######## design 1 ########
Figure 1. The clock network (design 1).
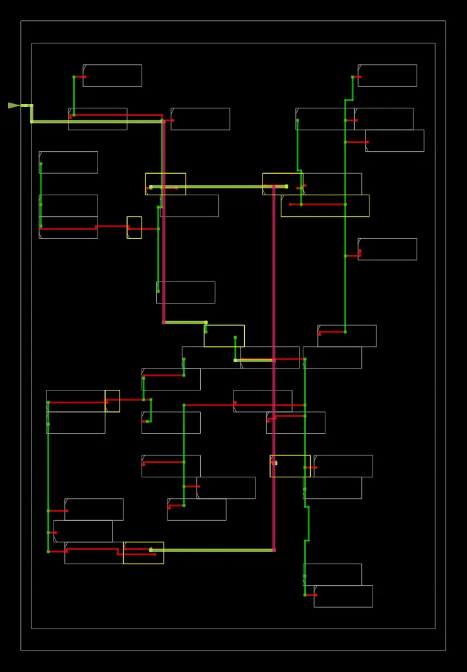

===== config.mk =====
export PLATFORM = sky130hd
export DESIGN_NAME = os_tx_scheduler
export DESIGN_NICKNAME = d
export VERILOG_FILES = /design/src/rtl/os_sched_pkg.sv /design/src/rtl/skp_interval_timer.sv /design/src/rtl/os_tx_scheduler.sv
export SDC_FILE = /design/constraint.sdc
export NUM_CORES = 1
export LEC_CHECK = 0
export ABC_AREA = 0
export CAP_MARGIN = 20
export CORE_ASPECT_RATIO = 1.5
export CORE_UTILIZATION = 45
export DETAILED_ROUTE_END_ITERATION = 8
export PLACE_DENSITY = 0.67
export SLEW_MARGIN = 20
export SYNTH_ARGS = -nofsm -noshare
export SYNTH_HDL_FRONTEND = slang
export SYNTH_HIERARCHICAL = 1
export SYNTH_SLANG_ARGS = --single-unit
export TNS_END_PERCENT = 30

===== constraint.sdc =====
create_clock -name clk -period 2.6 [get_ports clk]
set_input_delay 0.52 -clock clk [delete_from_list [all_inputs] [get_ports clk]]
set_output_delay 0.52 -clock clk [all_outputs]
set_load 0.03 [all_outputs]

===== src/rtl/os_sched_pkg.sv =====
// Shared encodings for the TX ordered-set scheduler: framer select codes,
// ordered-set types, scheduler state type and gen3 symbol constants.
package os_sched_pkg;

    localparam logic [1:0] SEL_IDLE = 2'd0;
    localparam logic [1:0] SEL_DATA = 2'd1;
    localparam logic [1:0] SEL_OS   = 2'd2;
    localparam logic [1:0] SEL_SKP  = 2'd3;

    localparam logic [1:0] OS_TS1   = 2'd0;
    localparam logic [1:0] OS_TS2   = 2'd1;
    localparam logic [1:0] OS_EIOS  = 2'd2;
    localparam logic [1:0] OS_EIEOS = 2'd3;

    typedef enum logic [1:0] {
        ST_IDLE = 2'd0,
        ST_DATA = 2'd1,
        ST_OS   = 2'd2,
        ST_SKP  = 2'd3
    } sched_state_t;

    localparam logic [7:0] SYM_COM = 8'hBC;
    localparam logic [7:0] SYM_TS1 = 8'h1E;
    localparam logic [7:0] SYM_TS2 = 8'h2D;
    localparam logic [7:0] SYM_SKP = 8'hAA;

    // A burst request of zero sets still sends one set.
    function automatic logic [7:0] burst_len(input logic [7:0] cnt);
        return (cnt == 8'd0) ? 8'd1 : cnt;
    endfunction

endpackage


===== src/rtl/skp_interval_timer.sv =====
// SKP interval timer: free-running interval counter plus a saturating (max 3)
// count of SKP ordered sets owed to the link.
module skp_interval_timer
    import os_sched_pkg::*;
#(
    parameter int SKP_INTERVAL = 1180,
    parameter int CNT_W        = 12
) (
    input  logic       clk,
    input  logic       reset,
    input  logic       sent_pulse,
    output logic [1:0] owed,
    output logic       pending
);

    logic [CNT_W-1:0] cnt;
    logic             wrap;

    assign wrap    = (cnt == CNT_W'(SKP_INTERVAL - 1));
    assign pending = (owed != 2'd0);

    // Interval counter runs 0..SKP_INTERVAL-1 regardless of scheduler state.
    always_ff @(posedge clk) begin
        if (reset)
            cnt <= '0;
        else if (wrap)
            cnt <= '0;
        else
            cnt <= cnt + CNT_W'(1);
    end

    // Owed count: +1 on wrap (saturating), -1 on a completed SKP, hold if both.
    always_ff @(posedge clk) begin
        if (reset)
            owed <= 2'd0;
        else if (wrap && !sent_pulse) begin
            if (owed != 2'd3)
                owed <= owed + 2'd1;
        end else if (!wrap && sent_pulse)
            owed <= owed - 2'd1;
    end

endmodule


===== src/rtl/os_tx_scheduler.sv =====
// Per-lane TX scheduler: picks idle / data / LTSSM ordered-set burst / SKP
// for the framer each cycle. Decisions are taken only at boundaries (idle,
// last cycle of a set, or the data_eop cycle); all outputs are registered.
// Optional build macro OS_SCHED_STATS_EN adds os_sent_cnt / skp_sent_cnt.
module os_tx_scheduler
    import os_sched_pkg::*;
#(
    parameter int SKP_INTERVAL = 1180,
    parameter int OS_CYCLES    = 4,
    parameter int CNT_W        = 12
) (
    input  logic        clk,
    input  logic        reset,
    input  logic        linkUp,
    input  logic        os_req,
    input  logic [1:0]  os_type,
    input  logic [7:0]  os_count,
    output logic        os_ack,
    input  logic        data_req,
    input  logic        data_eop,
    output logic        data_grant,
    output logic [1:0]  sel,
    output logic [1:0]  os_type_out,
    output logic        os_start,
    output logic        skp_pending
`ifdef OS_SCHED_STATS_EN
    ,
    output logic [15:0] os_sent_cnt,
    output logic [15:0] skp_sent_cnt
`endif
);

    localparam int CYC_W = (OS_CYCLES > 1) ? $clog2(OS_CYCLES) : 1;
    localparam logic [CYC_W-1:0] CYC_LAST   = CYC_W'(OS_CYCLES - 1);
    localparam logic [CYC_W-1:0] CYC_PENULT = (OS_CYCLES > 1) ? CYC_W'(OS_CYCLES - 2) : '0;

    sched_state_t     state;
    logic [CYC_W-1:0] set_cyc;
    logic [7:0]       burst_cnt;   // sets left in the burst, including the current one
    logic [1:0]       cur_type;
    logic             in_burst;
    logic [1:0]       owed;

    logic       last_cyc, os_set_done, skp_done, burst_done, cont_burst, boundary;
    logic [7:0] rem_sets, new_len;
    logic [1:0] owed_avail;

    assign last_cyc    = (set_cyc == CYC_LAST);
    assign os_set_done = (state == ST_OS) && last_cyc;
    assign skp_done    = (state == ST_SKP) && last_cyc;
    assign burst_done  = os_set_done && (burst_cnt == 8'd1);
    assign cont_burst  = in_burst && !burst_done;
    assign rem_sets    = os_set_done ? (burst_cnt - 8'd1) : burst_cnt;
    // The SKP finishing now no longer counts as owed when choosing what follows it.
    assign owed_avail  = owed - {1'b0, skp_done};
    assign new_len     = burst_len(os_count);
    assign boundary    = (state == ST_IDLE) || os_set_done || skp_done ||
                         ((state == ST_DATA) && data_eop);

    skp_interval_timer #(
        .SKP_INTERVAL (SKP_INTERVAL),
        .CNT_W        (CNT_W)
    ) u_skp_timer (
        .clk        (clk),
        .reset      (reset),
        .sent_pulse (skp_done),
        .owed       (owed),
        .pending    (skp_pending)
    );

    // Scheduler FSM with registered framer controls; os_ack is looked ahead one cycle.
    always_ff @(posedge clk) begin
        if (reset) begin
            state       <= ST_IDLE;
            set_cyc     <= '0;
            burst_cnt   <= 8'd0;
            cur_type    <= OS_TS1;
            in_burst    <= 1'b0;
            sel         <= SEL_IDLE;
            os_ack      <= 1'b0;
            os_start    <= 1'b0;
            data_grant  <= 1'b0;
            os_type_out <= 2'd0;
        end else begin
            os_start <= 1'b0;
            os_ack   <= 1'b0;
            if (os_set_done)
                burst_cnt <= rem_sets;
            if (burst_done)
                in_burst <= 1'b0;
            if (boundary) begin
                set_cyc <= '0;
                if (owed_avail != 2'd0) begin
                    state       <= ST_SKP;
                    sel         <= SEL_SKP;
                    os_start    <= 1'b1;
                    data_grant  <= 1'b0;
                    os_type_out <= 2'd0;
                end else if (cont_burst) begin
                    state       <= ST_OS;
                    sel         <= SEL_OS;
                    os_start    <= 1'b1;
                    data_grant  <= 1'b0;
                    os_type_out <= cur_type;
                    os_ack      <= (OS_CYCLES == 1) && (rem_sets == 8'd1);
                end else if (os_req) begin
                    state       <= ST_OS;
                    sel         <= SEL_OS;
                    os_start    <= 1'b1;
                    data_grant  <= 1'b0;
                    os_type_out <= os_type;
                    cur_type    <= os_type;
                    burst_cnt   <= new_len;
                    in_burst    <= 1'b1;
                    os_ack      <= (OS_CYCLES == 1) && (new_len == 8'd1);
                end else if (data_req && linkUp) begin
                    state       <= ST_DATA;
                    sel         <= SEL_DATA;
                    data_grant  <= 1'b1;
                    os_type_out <= 2'd0;
                end else begin
                    state       <= ST_IDLE;
                    sel         <= SEL_IDLE;
                    data_grant  <= 1'b0;
                    os_type_out <= 2'd0;
                end
            end else begin
                if (state != ST_DATA)
                    set_cyc <= set_cyc + CYC_W'(1);
                if ((OS_CYCLES > 1) && (state == ST_OS) && (set_cyc == CYC_PENULT) &&
                    (burst_cnt == 8'd1))
                    os_ack <= 1'b1;
            end
        end
    end

`ifdef OS_SCHED_STATS_EN
    // Completed-set statistics, wrapping at 2**16.
    always_ff @(posedge clk) begin
        if (reset) begin
            os_sent_cnt  <= 16'd0;
            skp_sent_cnt <= 16'd0;
        end else begin
            if (os_set_done)
                os_sent_cnt <= os_sent_cnt + 16'd1;
            if (skp_done)
                skp_sent_cnt <= skp_sent_cnt + 16'd1;
        end
    end
`endif

endmodule


######## design 2 ########
## src/rtl/imem_loader.sv

```systemverilog
// imem_loader: boot-time instruction memory programmer.
// Takes a little-endian byte stream (LEN_LO, LEN_HI, then 4*N data bytes) over
// a valid/ready handshake and writes each data byte to the instruction memory
// at consecutive byte addresses from 0. Core_Hold keeps the core stalled until
// a complete, legal image has been written.
// Optional feature: define IMEM_LOADER_CHECKSUM_EN to require a trailing byte
// equal to the XOR of all data bytes before the load is declared done.
module imem_loader #(
    parameter int MEM_BYTES = 160,
    parameter int ADDR_W    = 64
) (
    input  logic              clk,
    input  logic              reset_n,
    input  logic              Start,
    input  logic [7:0]        Byte_In,
    input  logic              Byte_Valid,
    output logic              Byte_Ready,
    output logic              Wr_En,
    output logic [ADDR_W-1:0] Wr_Address,
    output logic [7:0]        Wr_Data,
    output logic              Core_Hold,
    output logic              Load_Done,
    output logic              Load_Error
);

    localparam logic [15:0] MAX_WORDS = 16'(MEM_BYTES / 4);

`ifdef IMEM_LOADER_CHECKSUM_EN
    typedef enum logic [2:0] {
        S_IDLE, S_LEN_LO, S_LEN_HI, S_DATA, S_CHECK, S_DONE, S_ERR
    } state_t;
    // Every path that finishes the data goes through the checksum byte first.
    localparam state_t S_FINAL = S_CHECK;
`else
    typedef enum logic [2:0] {
        S_IDLE, S_LEN_LO, S_LEN_HI, S_DATA, S_DONE, S_ERR
    } state_t;
    localparam state_t S_FINAL = S_DONE;
`endif

    state_t            state_q, state_d;
    logic [7:0]        len_lo_q, len_lo_d;
    logic [15:0]       n_q, n_d;
    logic [ADDR_W-1:0] cnt_q, cnt_d;
    logic              wr_en_q, wr_en_d;
    logic [ADDR_W-1:0] wr_addr_q, wr_addr_d;
    logic [7:0]        wr_data_q, wr_data_d;
    logic              hold_q, hold_d;
    logic              err_q, err_d;
`ifdef IMEM_LOADER_CHECKSUM_EN
    logic [7:0]        csum_q, csum_d;
`endif

    logic              accept;
    logic [15:0]       n_full;
    logic              last_data;

    // Byte_Ready depends on the state alone, so it is stable for a whole cycle.
    always_comb begin
        Byte_Ready = 1'b0;
        case (state_q)
            S_LEN_LO, S_LEN_HI, S_DATA: Byte_Ready = 1'b1;
`ifdef IMEM_LOADER_CHECKSUM_EN
            S_CHECK:                    Byte_Ready = 1'b1;
`endif
            default:                    Byte_Ready = 1'b0;
        endcase
    end

    assign accept    = Byte_Valid && Byte_Ready;
    assign n_full    = {Byte_In, len_lo_q};
    // The byte counter never wraps: N is capped at MEM_BYTES/4 before DATA.
    assign last_data = (cnt_q + ADDR_W'(1)) == ADDR_W'({n_q, 2'b00});

    assign Wr_En      = wr_en_q;
    assign Wr_Address = wr_addr_q;
    assign Wr_Data    = wr_data_q;
    assign Core_Hold  = hold_q;
    assign Load_Done  = (state_q == S_DONE);
    assign Load_Error = err_q;

    // Next-state and registered-output logic for the load session.
    always_comb begin
        state_d   = state_q;
        len_lo_d  = len_lo_q;
        n_d       = n_q;
        cnt_d     = cnt_q;
        wr_en_d   = 1'b0;
        wr_addr_d = wr_addr_q;
        wr_data_d = wr_data_q;
        hold_d    = hold_q;
        err_d     = err_q;
`ifdef IMEM_LOADER_CHECKSUM_EN
        csum_d    = csum_q;
`endif
        case (state_q)
            S_IDLE, S_DONE, S_ERR: begin
                if (Start) begin
                    state_d = S_LEN_LO;
                    cnt_d   = '0;
                    err_d   = 1'b0;
                    hold_d  = 1'b1;
`ifdef IMEM_LOADER_CHECKSUM_EN
                    csum_d  = 8'h00;
`endif
                end else if (state_q == S_DONE) begin
                    state_d = S_IDLE;
                    hold_d  = 1'b0;
                end
            end
            S_LEN_LO: begin
                if (accept) begin
                    len_lo_d = Byte_In;
                    state_d  = S_LEN_HI;
                end
            end
            S_LEN_HI: begin
                if (accept) begin
                    n_d = n_full;
                    if (n_full > MAX_WORDS) begin
                        state_d = S_ERR;
                        err_d   = 1'b1;
                    end else if (n_full == 16'd0) begin
                        state_d = S_FINAL;
                    end else begin
                        state_d = S_DATA;
                    end
                end
            end
            S_DATA: begin
                if (accept) begin
                    wr_en_d   = 1'b1;
                    wr_addr_d = cnt_q;
                    wr_data_d = Byte_In;
                    cnt_d     = cnt_q + ADDR_W'(1);
`ifdef IMEM_LOADER_CHECKSUM_EN
                    csum_d    = csum_q ^ Byte_In;
`endif
                    if (last_data) begin
                        state_d = S_FINAL;
                    end
                end
            end
`ifdef IMEM_LOADER_CHECKSUM_EN
            S_CHECK: begin
                if (accept) begin
                    if (Byte_In == csum_q) begin
                        state_d = S_DONE;
                    end else begin
                        state_d = S_ERR;
                        err_d   = 1'b1;
                    end
                end
            end
`endif
            default: state_d = S_IDLE;
        endcase
    end

    // State and output registers; reset leaves the core stalled.
    always_ff @(posedge clk or negedge reset_n) begin
        if (!reset_n) begin
            state_q   <= S_IDLE;
            len_lo_q  <= 8'h00;
            n_q       <= 16'h0000;
            cnt_q     <= '0;
            wr_en_q   <= 1'b0;
            wr_addr_q <= '0;
            wr_data_q <= 8'h00;
            hold_q    <= 1'b1;
            err_q     <= 1'b0;
`ifdef IMEM_LOADER_CHECKSUM_EN
            csum_q    <= 8'h00;
`endif
        end else begin
            state_q   <= state_d;
            len_lo_q  <= len_lo_d;
            n_q       <= n_d;
            cnt_q     <= cnt_d;
            wr_en_q   <= wr_en_d;
            wr_addr_q <= wr_addr_d;
            wr_data_q <= wr_data_d;
            hold_q    <= hold_d;
            err_q     <= err_d;
`ifdef IMEM_LOADER_CHECKSUM_EN
            csum_q    <= csum_d;
`endif
        end
    end

endmodule

```

## config.mk

```make
export PLATFORM = sky130hd
export DESIGN_NAME = imem_loader
export DESIGN_NICKNAME = d
export VERILOG_FILES = /design/src/rtl/imem_loader.sv
export SDC_FILE = /design/constraint.sdc
export NUM_CORES = 1
export LEC_CHECK = 0
export CAP_MARGIN = 0
export CELL_PAD_IN_SITES_DETAIL_PLACEMENT = 0
export CELL_PAD_IN_SITES_GLOBAL_PLACEMENT = 1
export CORE_MARGIN = 2
export CORE_UTILIZATION = 45
export CTS_BUF_LIST = sky130_fd_sc_hd__clkbuf_8
export CTS_CLUSTER_DIAMETER = 150
export CTS_CLUSTER_SIZE = 16
export DETAILED_ROUTE_END_ITERATION = 8
export PLACE_DENSITY_LB_ADDON = 0.2
export SLEW_MARGIN = 20
export SYNTH_ARGS = -nofsm -noshare
export SYNTH_HDL_FRONTEND = slang
export SYNTH_SLANG_ARGS = --single-unit
```

## constraint.sdc

```tcl
create_clock -name clk -period 4.4 [get_ports clk]
set_input_delay 0.66 -clock clk [delete_from_list [all_inputs] [get_ports clk]]
set_output_delay 0.66 -clock clk [all_outputs]
set_load 0.005 [all_outputs]
```

######## design 3 ########
**src/rtl/instr_fetch_ctrl.sv**
```systemverilog
// Instruction fetch controller: owns the fetch PC, issues one combinational
// memory read per cycle into a small prefetch FIFO of {pc, instr} entries,
// and hands the FIFO head to decode over a valid/ready handshake.
// A redirect flushes and restarts fetch; an out-of-range PC halts fetch and
// raises a sticky error until the next redirect.
module instr_fetch_ctrl #(
    parameter logic [31:0] RESET_PC   = 32'h0000_0000,
    parameter int unsigned FIFO_DEPTH = 4,
    parameter int unsigned MEM_WORDS  = 496
) (
    input  logic        clk_i,
    input  logic        rst_ni,
    output logic        instr_mem_req_o,
    output logic [31:0] instr_mem_addr_o,
    input  logic [31:0] instr_mem_rd_data_i,
    input  logic        redirect_i,
    input  logic [31:0] redirect_pc_i,
    output logic        instr_valid_o,
    output logic [31:0] instr_o,
    output logic [31:0] instr_pc_o,
    input  logic        instr_ready_i,
    output logic        fetch_err_o
);

    localparam int unsigned CW = $clog2(FIFO_DEPTH + 1);
    localparam int unsigned PW = $clog2(FIFO_DEPTH);

    typedef enum logic {
        FETCH,
        HALT
    } state_e;

    state_e          state_q, state_d;
    logic [31:0]     fetch_pc_q, fetch_pc_d;
    logic            err_q, err_d;
    logic [CW-1:0]   count_q, count_d;
    logic [PW-1:0]   wr_ptr_q, wr_ptr_d;
    logic [PW-1:0]   rd_ptr_q, rd_ptr_d;
    logic [31:0]     pc_fifo_q    [FIFO_DEPTH];
    logic [31:0]     instr_fifo_q [FIFO_DEPTH];

    logic            in_range;
    logic            pop;
    logic            push;
    logic            unused_redirect_lsbs;

    assign unused_redirect_lsbs = ^redirect_pc_i[1:0];

    assign in_range         = ({2'b00, fetch_pc_q[31:2]} < MEM_WORDS);
    assign instr_valid_o    = (count_q != '0);
    assign pop              = instr_valid_o & instr_ready_i;
    // Gating with rst_ni keeps the request low while reset is held, since the
    // reset state itself would otherwise look like a fetchable cycle.
    assign instr_mem_req_o  = rst_ni & (state_q == FETCH) & ~redirect_i & in_range &
                              ((count_q < CW'(FIFO_DEPTH)) | pop);
    assign push             = instr_mem_req_o;
    assign instr_mem_addr_o = fetch_pc_q;
    assign instr_o          = instr_valid_o ? instr_fifo_q[rd_ptr_q] : '0;
    assign instr_pc_o       = instr_valid_o ? pc_fifo_q[rd_ptr_q]    : '0;
    assign fetch_err_o      = err_q;

    // Next-state: redirect has priority over everything, including halt.
    always_comb begin
        state_d    = state_q;
        fetch_pc_d = fetch_pc_q;
        err_d      = err_q;
        count_d    = count_q;
        wr_ptr_d   = wr_ptr_q;
        rd_ptr_d   = rd_ptr_q;
        if (redirect_i) begin
            state_d    = FETCH;
            fetch_pc_d = {redirect_pc_i[31:2], 2'b00};
            err_d      = 1'b0;
            count_d    = '0;
            wr_ptr_d   = '0;
            rd_ptr_d   = '0;
        end else begin
            if (push) begin
                wr_ptr_d   = wr_ptr_q + PW'(1);
                fetch_pc_d = fetch_pc_q + 32'd4;
            end
            if (pop) begin
                rd_ptr_d = rd_ptr_q + PW'(1);
            end
            case ({push, pop})
                2'b10:   count_d = count_q + CW'(1);
                2'b01:   count_d = count_q - CW'(1);
                default: count_d = count_q;
            endcase
            if ((state_q == FETCH) && !in_range) begin
                state_d = HALT;
                err_d   = 1'b1;
            end
        end
    end

    // Control state register with asynchronous active-low reset.
    always_ff @(posedge clk_i or negedge rst_ni) begin
        if (!rst_ni) begin
            state_q    <= FETCH;
            fetch_pc_q <= RESET_PC;
            err_q      <= 1'b0;
            count_q    <= '0;
            wr_ptr_q   <= '0;
            rd_ptr_q   <= '0;
        end else begin
            state_q    <= state_d;
            fetch_pc_q <= fetch_pc_d;
            err_q      <= err_d;
            count_q    <= count_d;
            wr_ptr_q   <= wr_ptr_d;
            rd_ptr_q   <= rd_ptr_d;
        end
    end

    // FIFO storage; contents need no reset because outputs are masked by count.
    always_ff @(posedge clk_i) begin
        if (push) begin
            pc_fifo_q[wr_ptr_q]    <= fetch_pc_q;
            instr_fifo_q[wr_ptr_q] <= instr_mem_rd_data_i;
        end
    end

endmodule

```
**config.mk**
```make
export PLATFORM = sky130hd
export DESIGN_NAME = instr_fetch_ctrl
export DESIGN_NICKNAME = d
export VERILOG_FILES = /design/src/rtl/instr_fetch_ctrl.sv
export SDC_FILE = /design/constraint.sdc
export NUM_CORES = 1
export LEC_CHECK = 0
export CORE_MARGIN = 5
export CORE_UTILIZATION = 46
export DETAILED_ROUTE_END_ITERATION = 8
export PLACE_DENSITY = 0.68
export SETUP_SLACK_MARGIN = 0.1
export SYNTH_ARGS = -nofsm -noshare
export SYNTH_HDL_FRONTEND = slang
export SYNTH_SLANG_ARGS = --single-unit
export TNS_END_PERCENT = 50
```
**constraint.sdc**
```tcl
create_clock -name clk_i -period 3.6 [get_ports clk_i]
set_input_delay 0.72 -clock clk_i [delete_from_list [all_inputs] [get_ports clk_i]]
set_output_delay 0.72 -clock clk_i [all_outputs]
set_load 0.05 [all_outputs]
```
Figure 2. Signal wires by layer (design 1).
Only two layers are drawn.
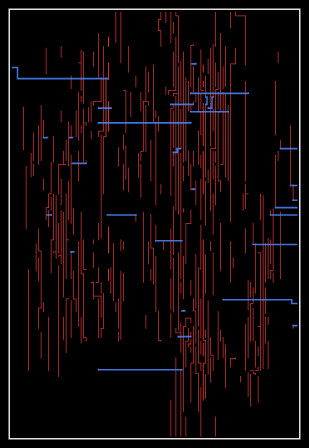
- M2: red (wire length 2000 µm)
- M3: blue (wire length 137 µm)
GRT Overall Usage: 20.9%
routed vias: 1468
WL final: 3810 µm

About Figure 1:
clock latency on the worst-skew pair: 0.29 ns
# clk buffers: 5
Inserted Clock Buffers: 5
Clock Sinks: 34
P_clk: 0.473 mW

==> results.json, design 1 <==
{
  "outcome": "finished clean",
  "route.detailed.drc": 0,
  "netlist.area_leader.share_pct": 38.3,
  "nMultiInputCombCells": 143,
  "clkPwrFrac_pct": 37.4,
  "top_cells_by_area": "dfxtp_1, xnor2_1, a211oi_2, nor2_1, ha_1",
  "tap_cells": 43,
  "max_stage_delay_ns": 0.50,
  "ys_sh_simple_pct": 27.7,
  "area_share_nonclk_buffers_pct": 11.3,
  "cp.required_ns": 2.77,
  "ys_sh_xor_pct": 9.37,
  "grt_overflow_total": 0,
  "maxSlewHeadroom_pct": 67.6,
  "tool_warnings": 28
}
==> design 1: per-layer routing <==
layer / vias to the layer above / global-route usage (%) / share of wire, %
met5: - / 0 / 0
met4: 0 / 11.8 / 3.4
met3: 13 / 5.56 / 3.6
met2: 37 / 35.8 / 53
met1: 675 / 22.0 / 41
li1: 743 / - / -
==> design 1: cells in the mapped netlist, types with 2 or more instances <==
library cell	number
and3_2	2
nand2b_1	4
a21oi_1	6
xnor2_1	16
a211oi_1	2
nor2b_1	2
nor3_1	10
xor2_1	3
o21ai_0	4
nand2_1	10
nand3b_1	2
nand3_1	5
nor2_1	26
a211oi_2	8
nor4_1	4
mux2i_1	3
dfxtp_1	34
ha_1	5
inv_1	11
nor2_2	2
or4_1	2
o31ai_1	2
nand4_1	3
==> design 1: final timing paths <==
check | from | end | slack, ns | cells past startpoint
min reg2reg | data_grant | data_grant | 0.46 | 2
min | data_grant | data_grant | 0.46 | 2
max reg2reg | set_cyc[0] | burst_cnt[0] | 0.33 | 6
max | set_cyc[0] | burst_cnt[0] | 0.33 | 6
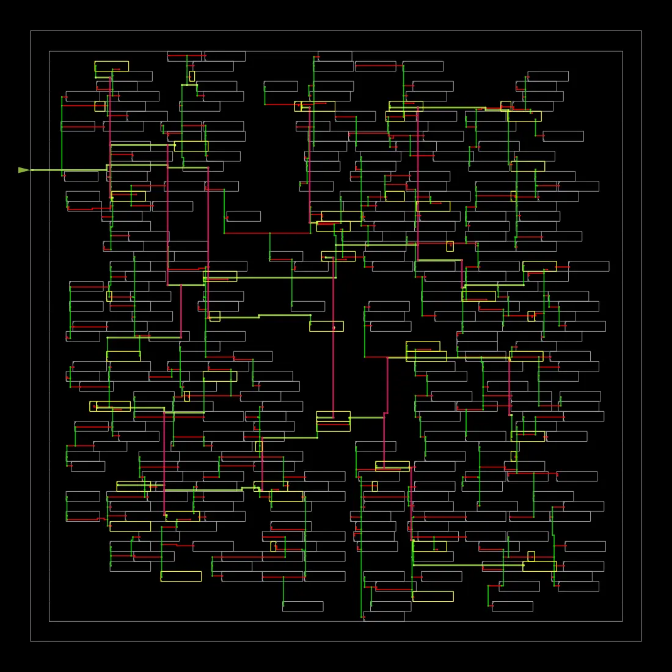
Figure 3: design 3, the clock network.
Clock Sinks: 286
P_clk: 3.04 mW
# clk buffers: 37

==> results.json, design 3 <==
{
  "outcome": "finished clean",
  "grt_overflow_total": 0,
  "switching_share_pct": 22.4,
  "net-switching-power_mw": 1.68,
  "met2_usage_pct": 27.8,
  "m1WireLength_um": 9310,
  "grt_max_degree": 67,
  "clk_latency_ns": 0.54,
  "ys_sh_simple_pct": 6.24,
  "final_layout_size_suffix_gt1_share_pct": 22.1,
  "synthFlopType": "edfxtp_1",
  "final.min_clock_period_ns": 3.48,
  "lay_top_count": "edfxtp_1",
  "common_cells": "edfxtp_1, and2_1, mux4_2, dfrtp_1, mux2_2",
  "seqPwrFrac_pct": 50.0,
  "yosysUniqueCellTypes": 37,
  "combPwrFrac_pct": 9.3,
  "worst-setup-path-type": "reg2out",
  "intPower_mw": 5.80,
  "io_pins": 167,
  "die_area_um2": 27600,
  "arrival_ns": 2.76,
  "worst_path_dominant_cell_family": "buffers and inverters",
  "p_comb_mw": 0.698,
  "holdWs_ns": 0.269,
  "dpl-instance-area_um2": 13400,
  "cts_max_level": 1
}
==> design 3: final cells by class <==
type,count,area (µm²)
clock buffer,37,776
inverter,7,26.3
multi-input combinational,239,2680
clock inverter,15,206
fill,1767,9800
tap,324,405
timing repair buffer,180,1880
sequential,286,8410
==> design 3: what timing repair did <==
item | in CTS | in global routing
endpoints found under the setup margin | 58 | 30
gates resized | 29 | 15
pin swaps | 0 | 0
gates cloned | 0 | 0
==> design 3: final timing paths <==
kind	cells past startpoint	end	startpoint	slack [ns]
max in group asynchronous	2	rd_ptr_q[0]	rst_ni	2.92
max reg2reg	8	count_q[2]	instr_mem_addr_o[11]	0.47
max	4	instr_o[19]	count_q[0]	0.12
min	2	instr_mem_addr_o[13]	rst_ni	0.27
min reg2reg	0	pc_fifo_q[3][15]	instr_mem_addr_o[15]	0.58
min in group clk_i	2	instr_mem_addr_o[15]	redirect_i	0.56
==> design 3: flip-flops by register name, summed over array words and instances, names as in the netlist <==
register and cells:
count_q 3, fetch_err_o 1, instr_fifo_q 128, instr_mem_addr_o 30, pc_fifo_q 120, rd_ptr_q 2
wr_ptr_q 2
Figure 4. The clock network (design 2).
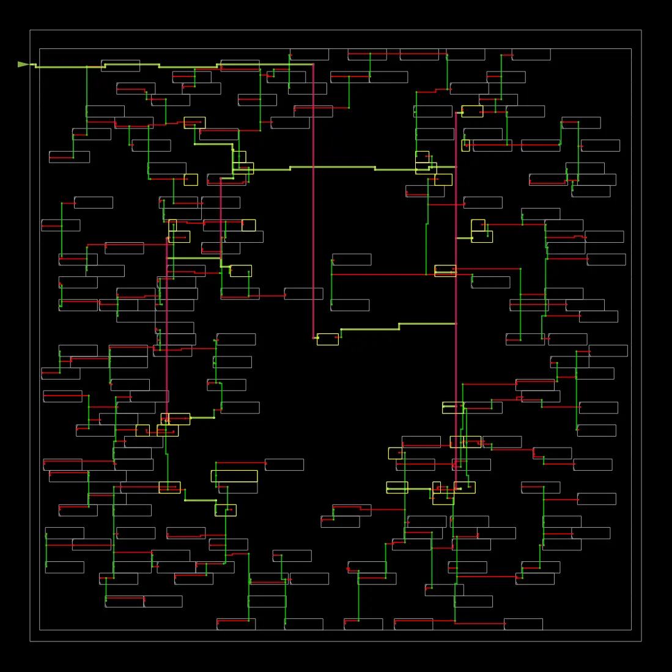
Clock Sinks: 166
Inserted Clock Buffers: 17
Final Skew: 0.0121 ns
P_clk: 1.11 mW
flop count: 166

Figure 5. Sequential cells coloured by netlist name (design 2).
Scale bar: 50 µm. Other sequential cells in the stronger grey, the rest of the logic in the fainter grey.
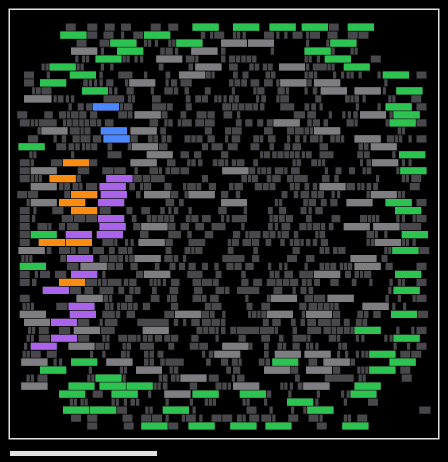
- `state_q`: blue (sequential cells 3)
- `Wr_Address`: green (sequential cells 64; where spread over the die)
- `n_q`: purple (sequential cells 16; where middle left)
- `len_lo_q`: orange (sequential cells 8; where middle left)
Seq. pwr: 1.89 mW
flop share of the area: 38.9%
Core Util, Final: 54.6%
Flop area: 4160 µm²

==> results.json, design 2 <==
{
  "outcome": "finished clean",
  "path_cells": "ha_1 > nand3_1 > nor4_1 > buf_4 > nand2_1 > o22ai_1 > nand4_1 > or4b_1 > or4_1 > or4_4 > a311o_1",
  "maxUsedRoutingLayer": "met4",
  "synth-async-reset-ratio_pct": 100,
  "drt_iter0_drc": 673,
  "crit_end": "state_q[1]",
  "nMultiInputCombCells": 806,
  "die_area_um2": 21300,
  "synthFlopType": "dfrtp_1",
  "dpl-instance-area_um2": 10300,
  "rsz0062_at_grt": "false",
  "m1WireLength_um": 12300,
  "grt.met1_usage_pct": 36.4,
  "ys_chip_area_um2": 9060,
  "route.met2.wl_um": 11800,
  "r2r-end": "state_q[1]",
  "fin_tns_setup_ns": 0
}
design 2: sequential cells by signal, summed over array words and instances (netlist names):
name	count
Core_Hold	1
Load_Error	1
Wr_Address	64
Wr_Data	8
Wr_En	1
cnt_q	64
len_lo_q	8
n_q	16
state_q	3
design 2: placed cells by master, fill, tap and decap left out, types with 3 or more instances in the layout:
cell type,Yosys,routed
or3_1,6,6
o41ai_1,9,9
xnor2_1,24,24
clkinv_2,0,5
inv_6,0,5
nand2b_1,4,4
nor4_1,16,16
nor3_1,29,27
or2_2,3,3
nor2_1,47,46
buf_4,7,43
a21o_1,4,4
and4_1,6,6
or4_1,6,6
mux2i_1,3,3
and3_1,18,18
inv_1,9,9
clkbuf_8,0,17
and2_1,9,9
dfrtp_1,165,165
nor3b_1,3,3
o21ai_0,92,92
a31oi_1,11,11
nand3_1,41,40
o31ai_1,16,16
nand2_1,292,292
mux2_2,25,25
clkdlybuf4s50_1,0,87
o31a_1,3,3
a22o_1,4,4
nand4_1,34,34
a21oi_1,29,29
xor2_1,17,17
clkinv_4,0,3
o2111ai_1,3,3

## Gallery

Cell density map.
panel A
Scale bar: 50 µm. 15 x 15 tiles, from dark purple (low) to yellow (high), 0 to 100% covered.
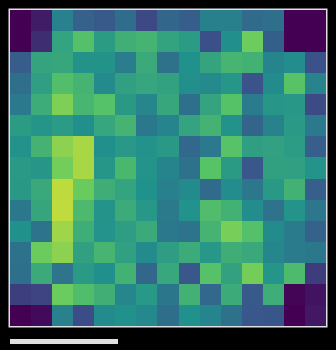
panel B
Scale bar: 20 µm. 5 x 8 tiles, from dark purple (low) to yellow (high), 0 to 100% covered.
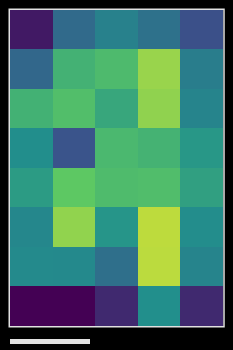
panel C
Scale bar: 50 µm. 17 x 17 tiles, from dark purple (low) to yellow (high), 0 to 100% covered.
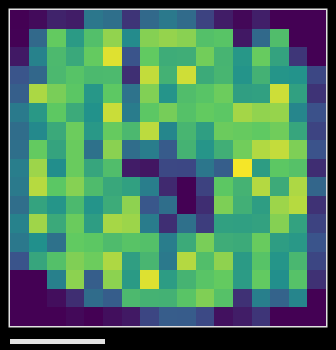
| from | picture |
|---|---|
| design 3 | panel C |
| design 2 | panel A |
| design 1 | panel B |
The one with the smallest die is panel B.
The one with the largest die is panel C.



==> screenshots <==
Wire density map.
(a)
33 x 33 tiles, from dark purple (low) to yellow (high), scaled to the fullest tile. Values are wire area over tile area, all layers added.
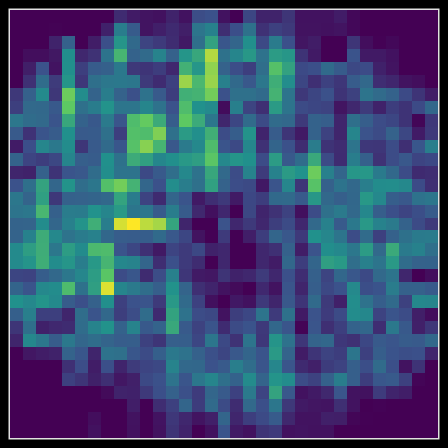
(b)
11 x 16 tiles, from dark purple (low) to yellow (high), scaled to the fullest tile. Values are wire area over tile area, all layers added.
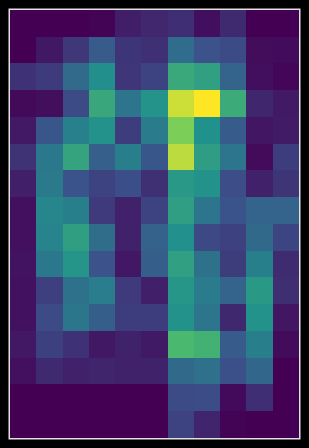
(c)
29 x 29 tiles, from dark purple (low) to yellow (high), scaled to the fullest tile. Values are wire area over tile area, all layers added.
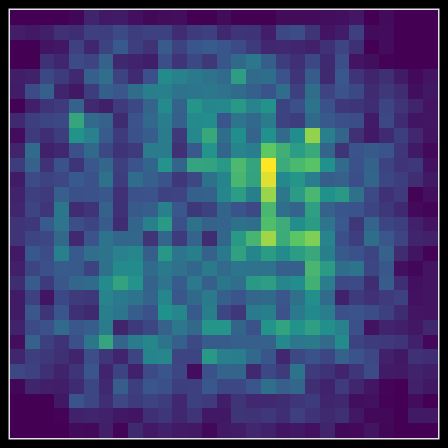
(b) is design 1.
(c) is design 2.
(a) is design 3.

Key to (c):
- mean over tiles: 0.19
- fullest tile: 0.81
- densest ninth of the die: centre
- tiles over half the peak: 7.7%
- nearly empty tiles: 6.7%

Power and IR drop assume default switching activity.
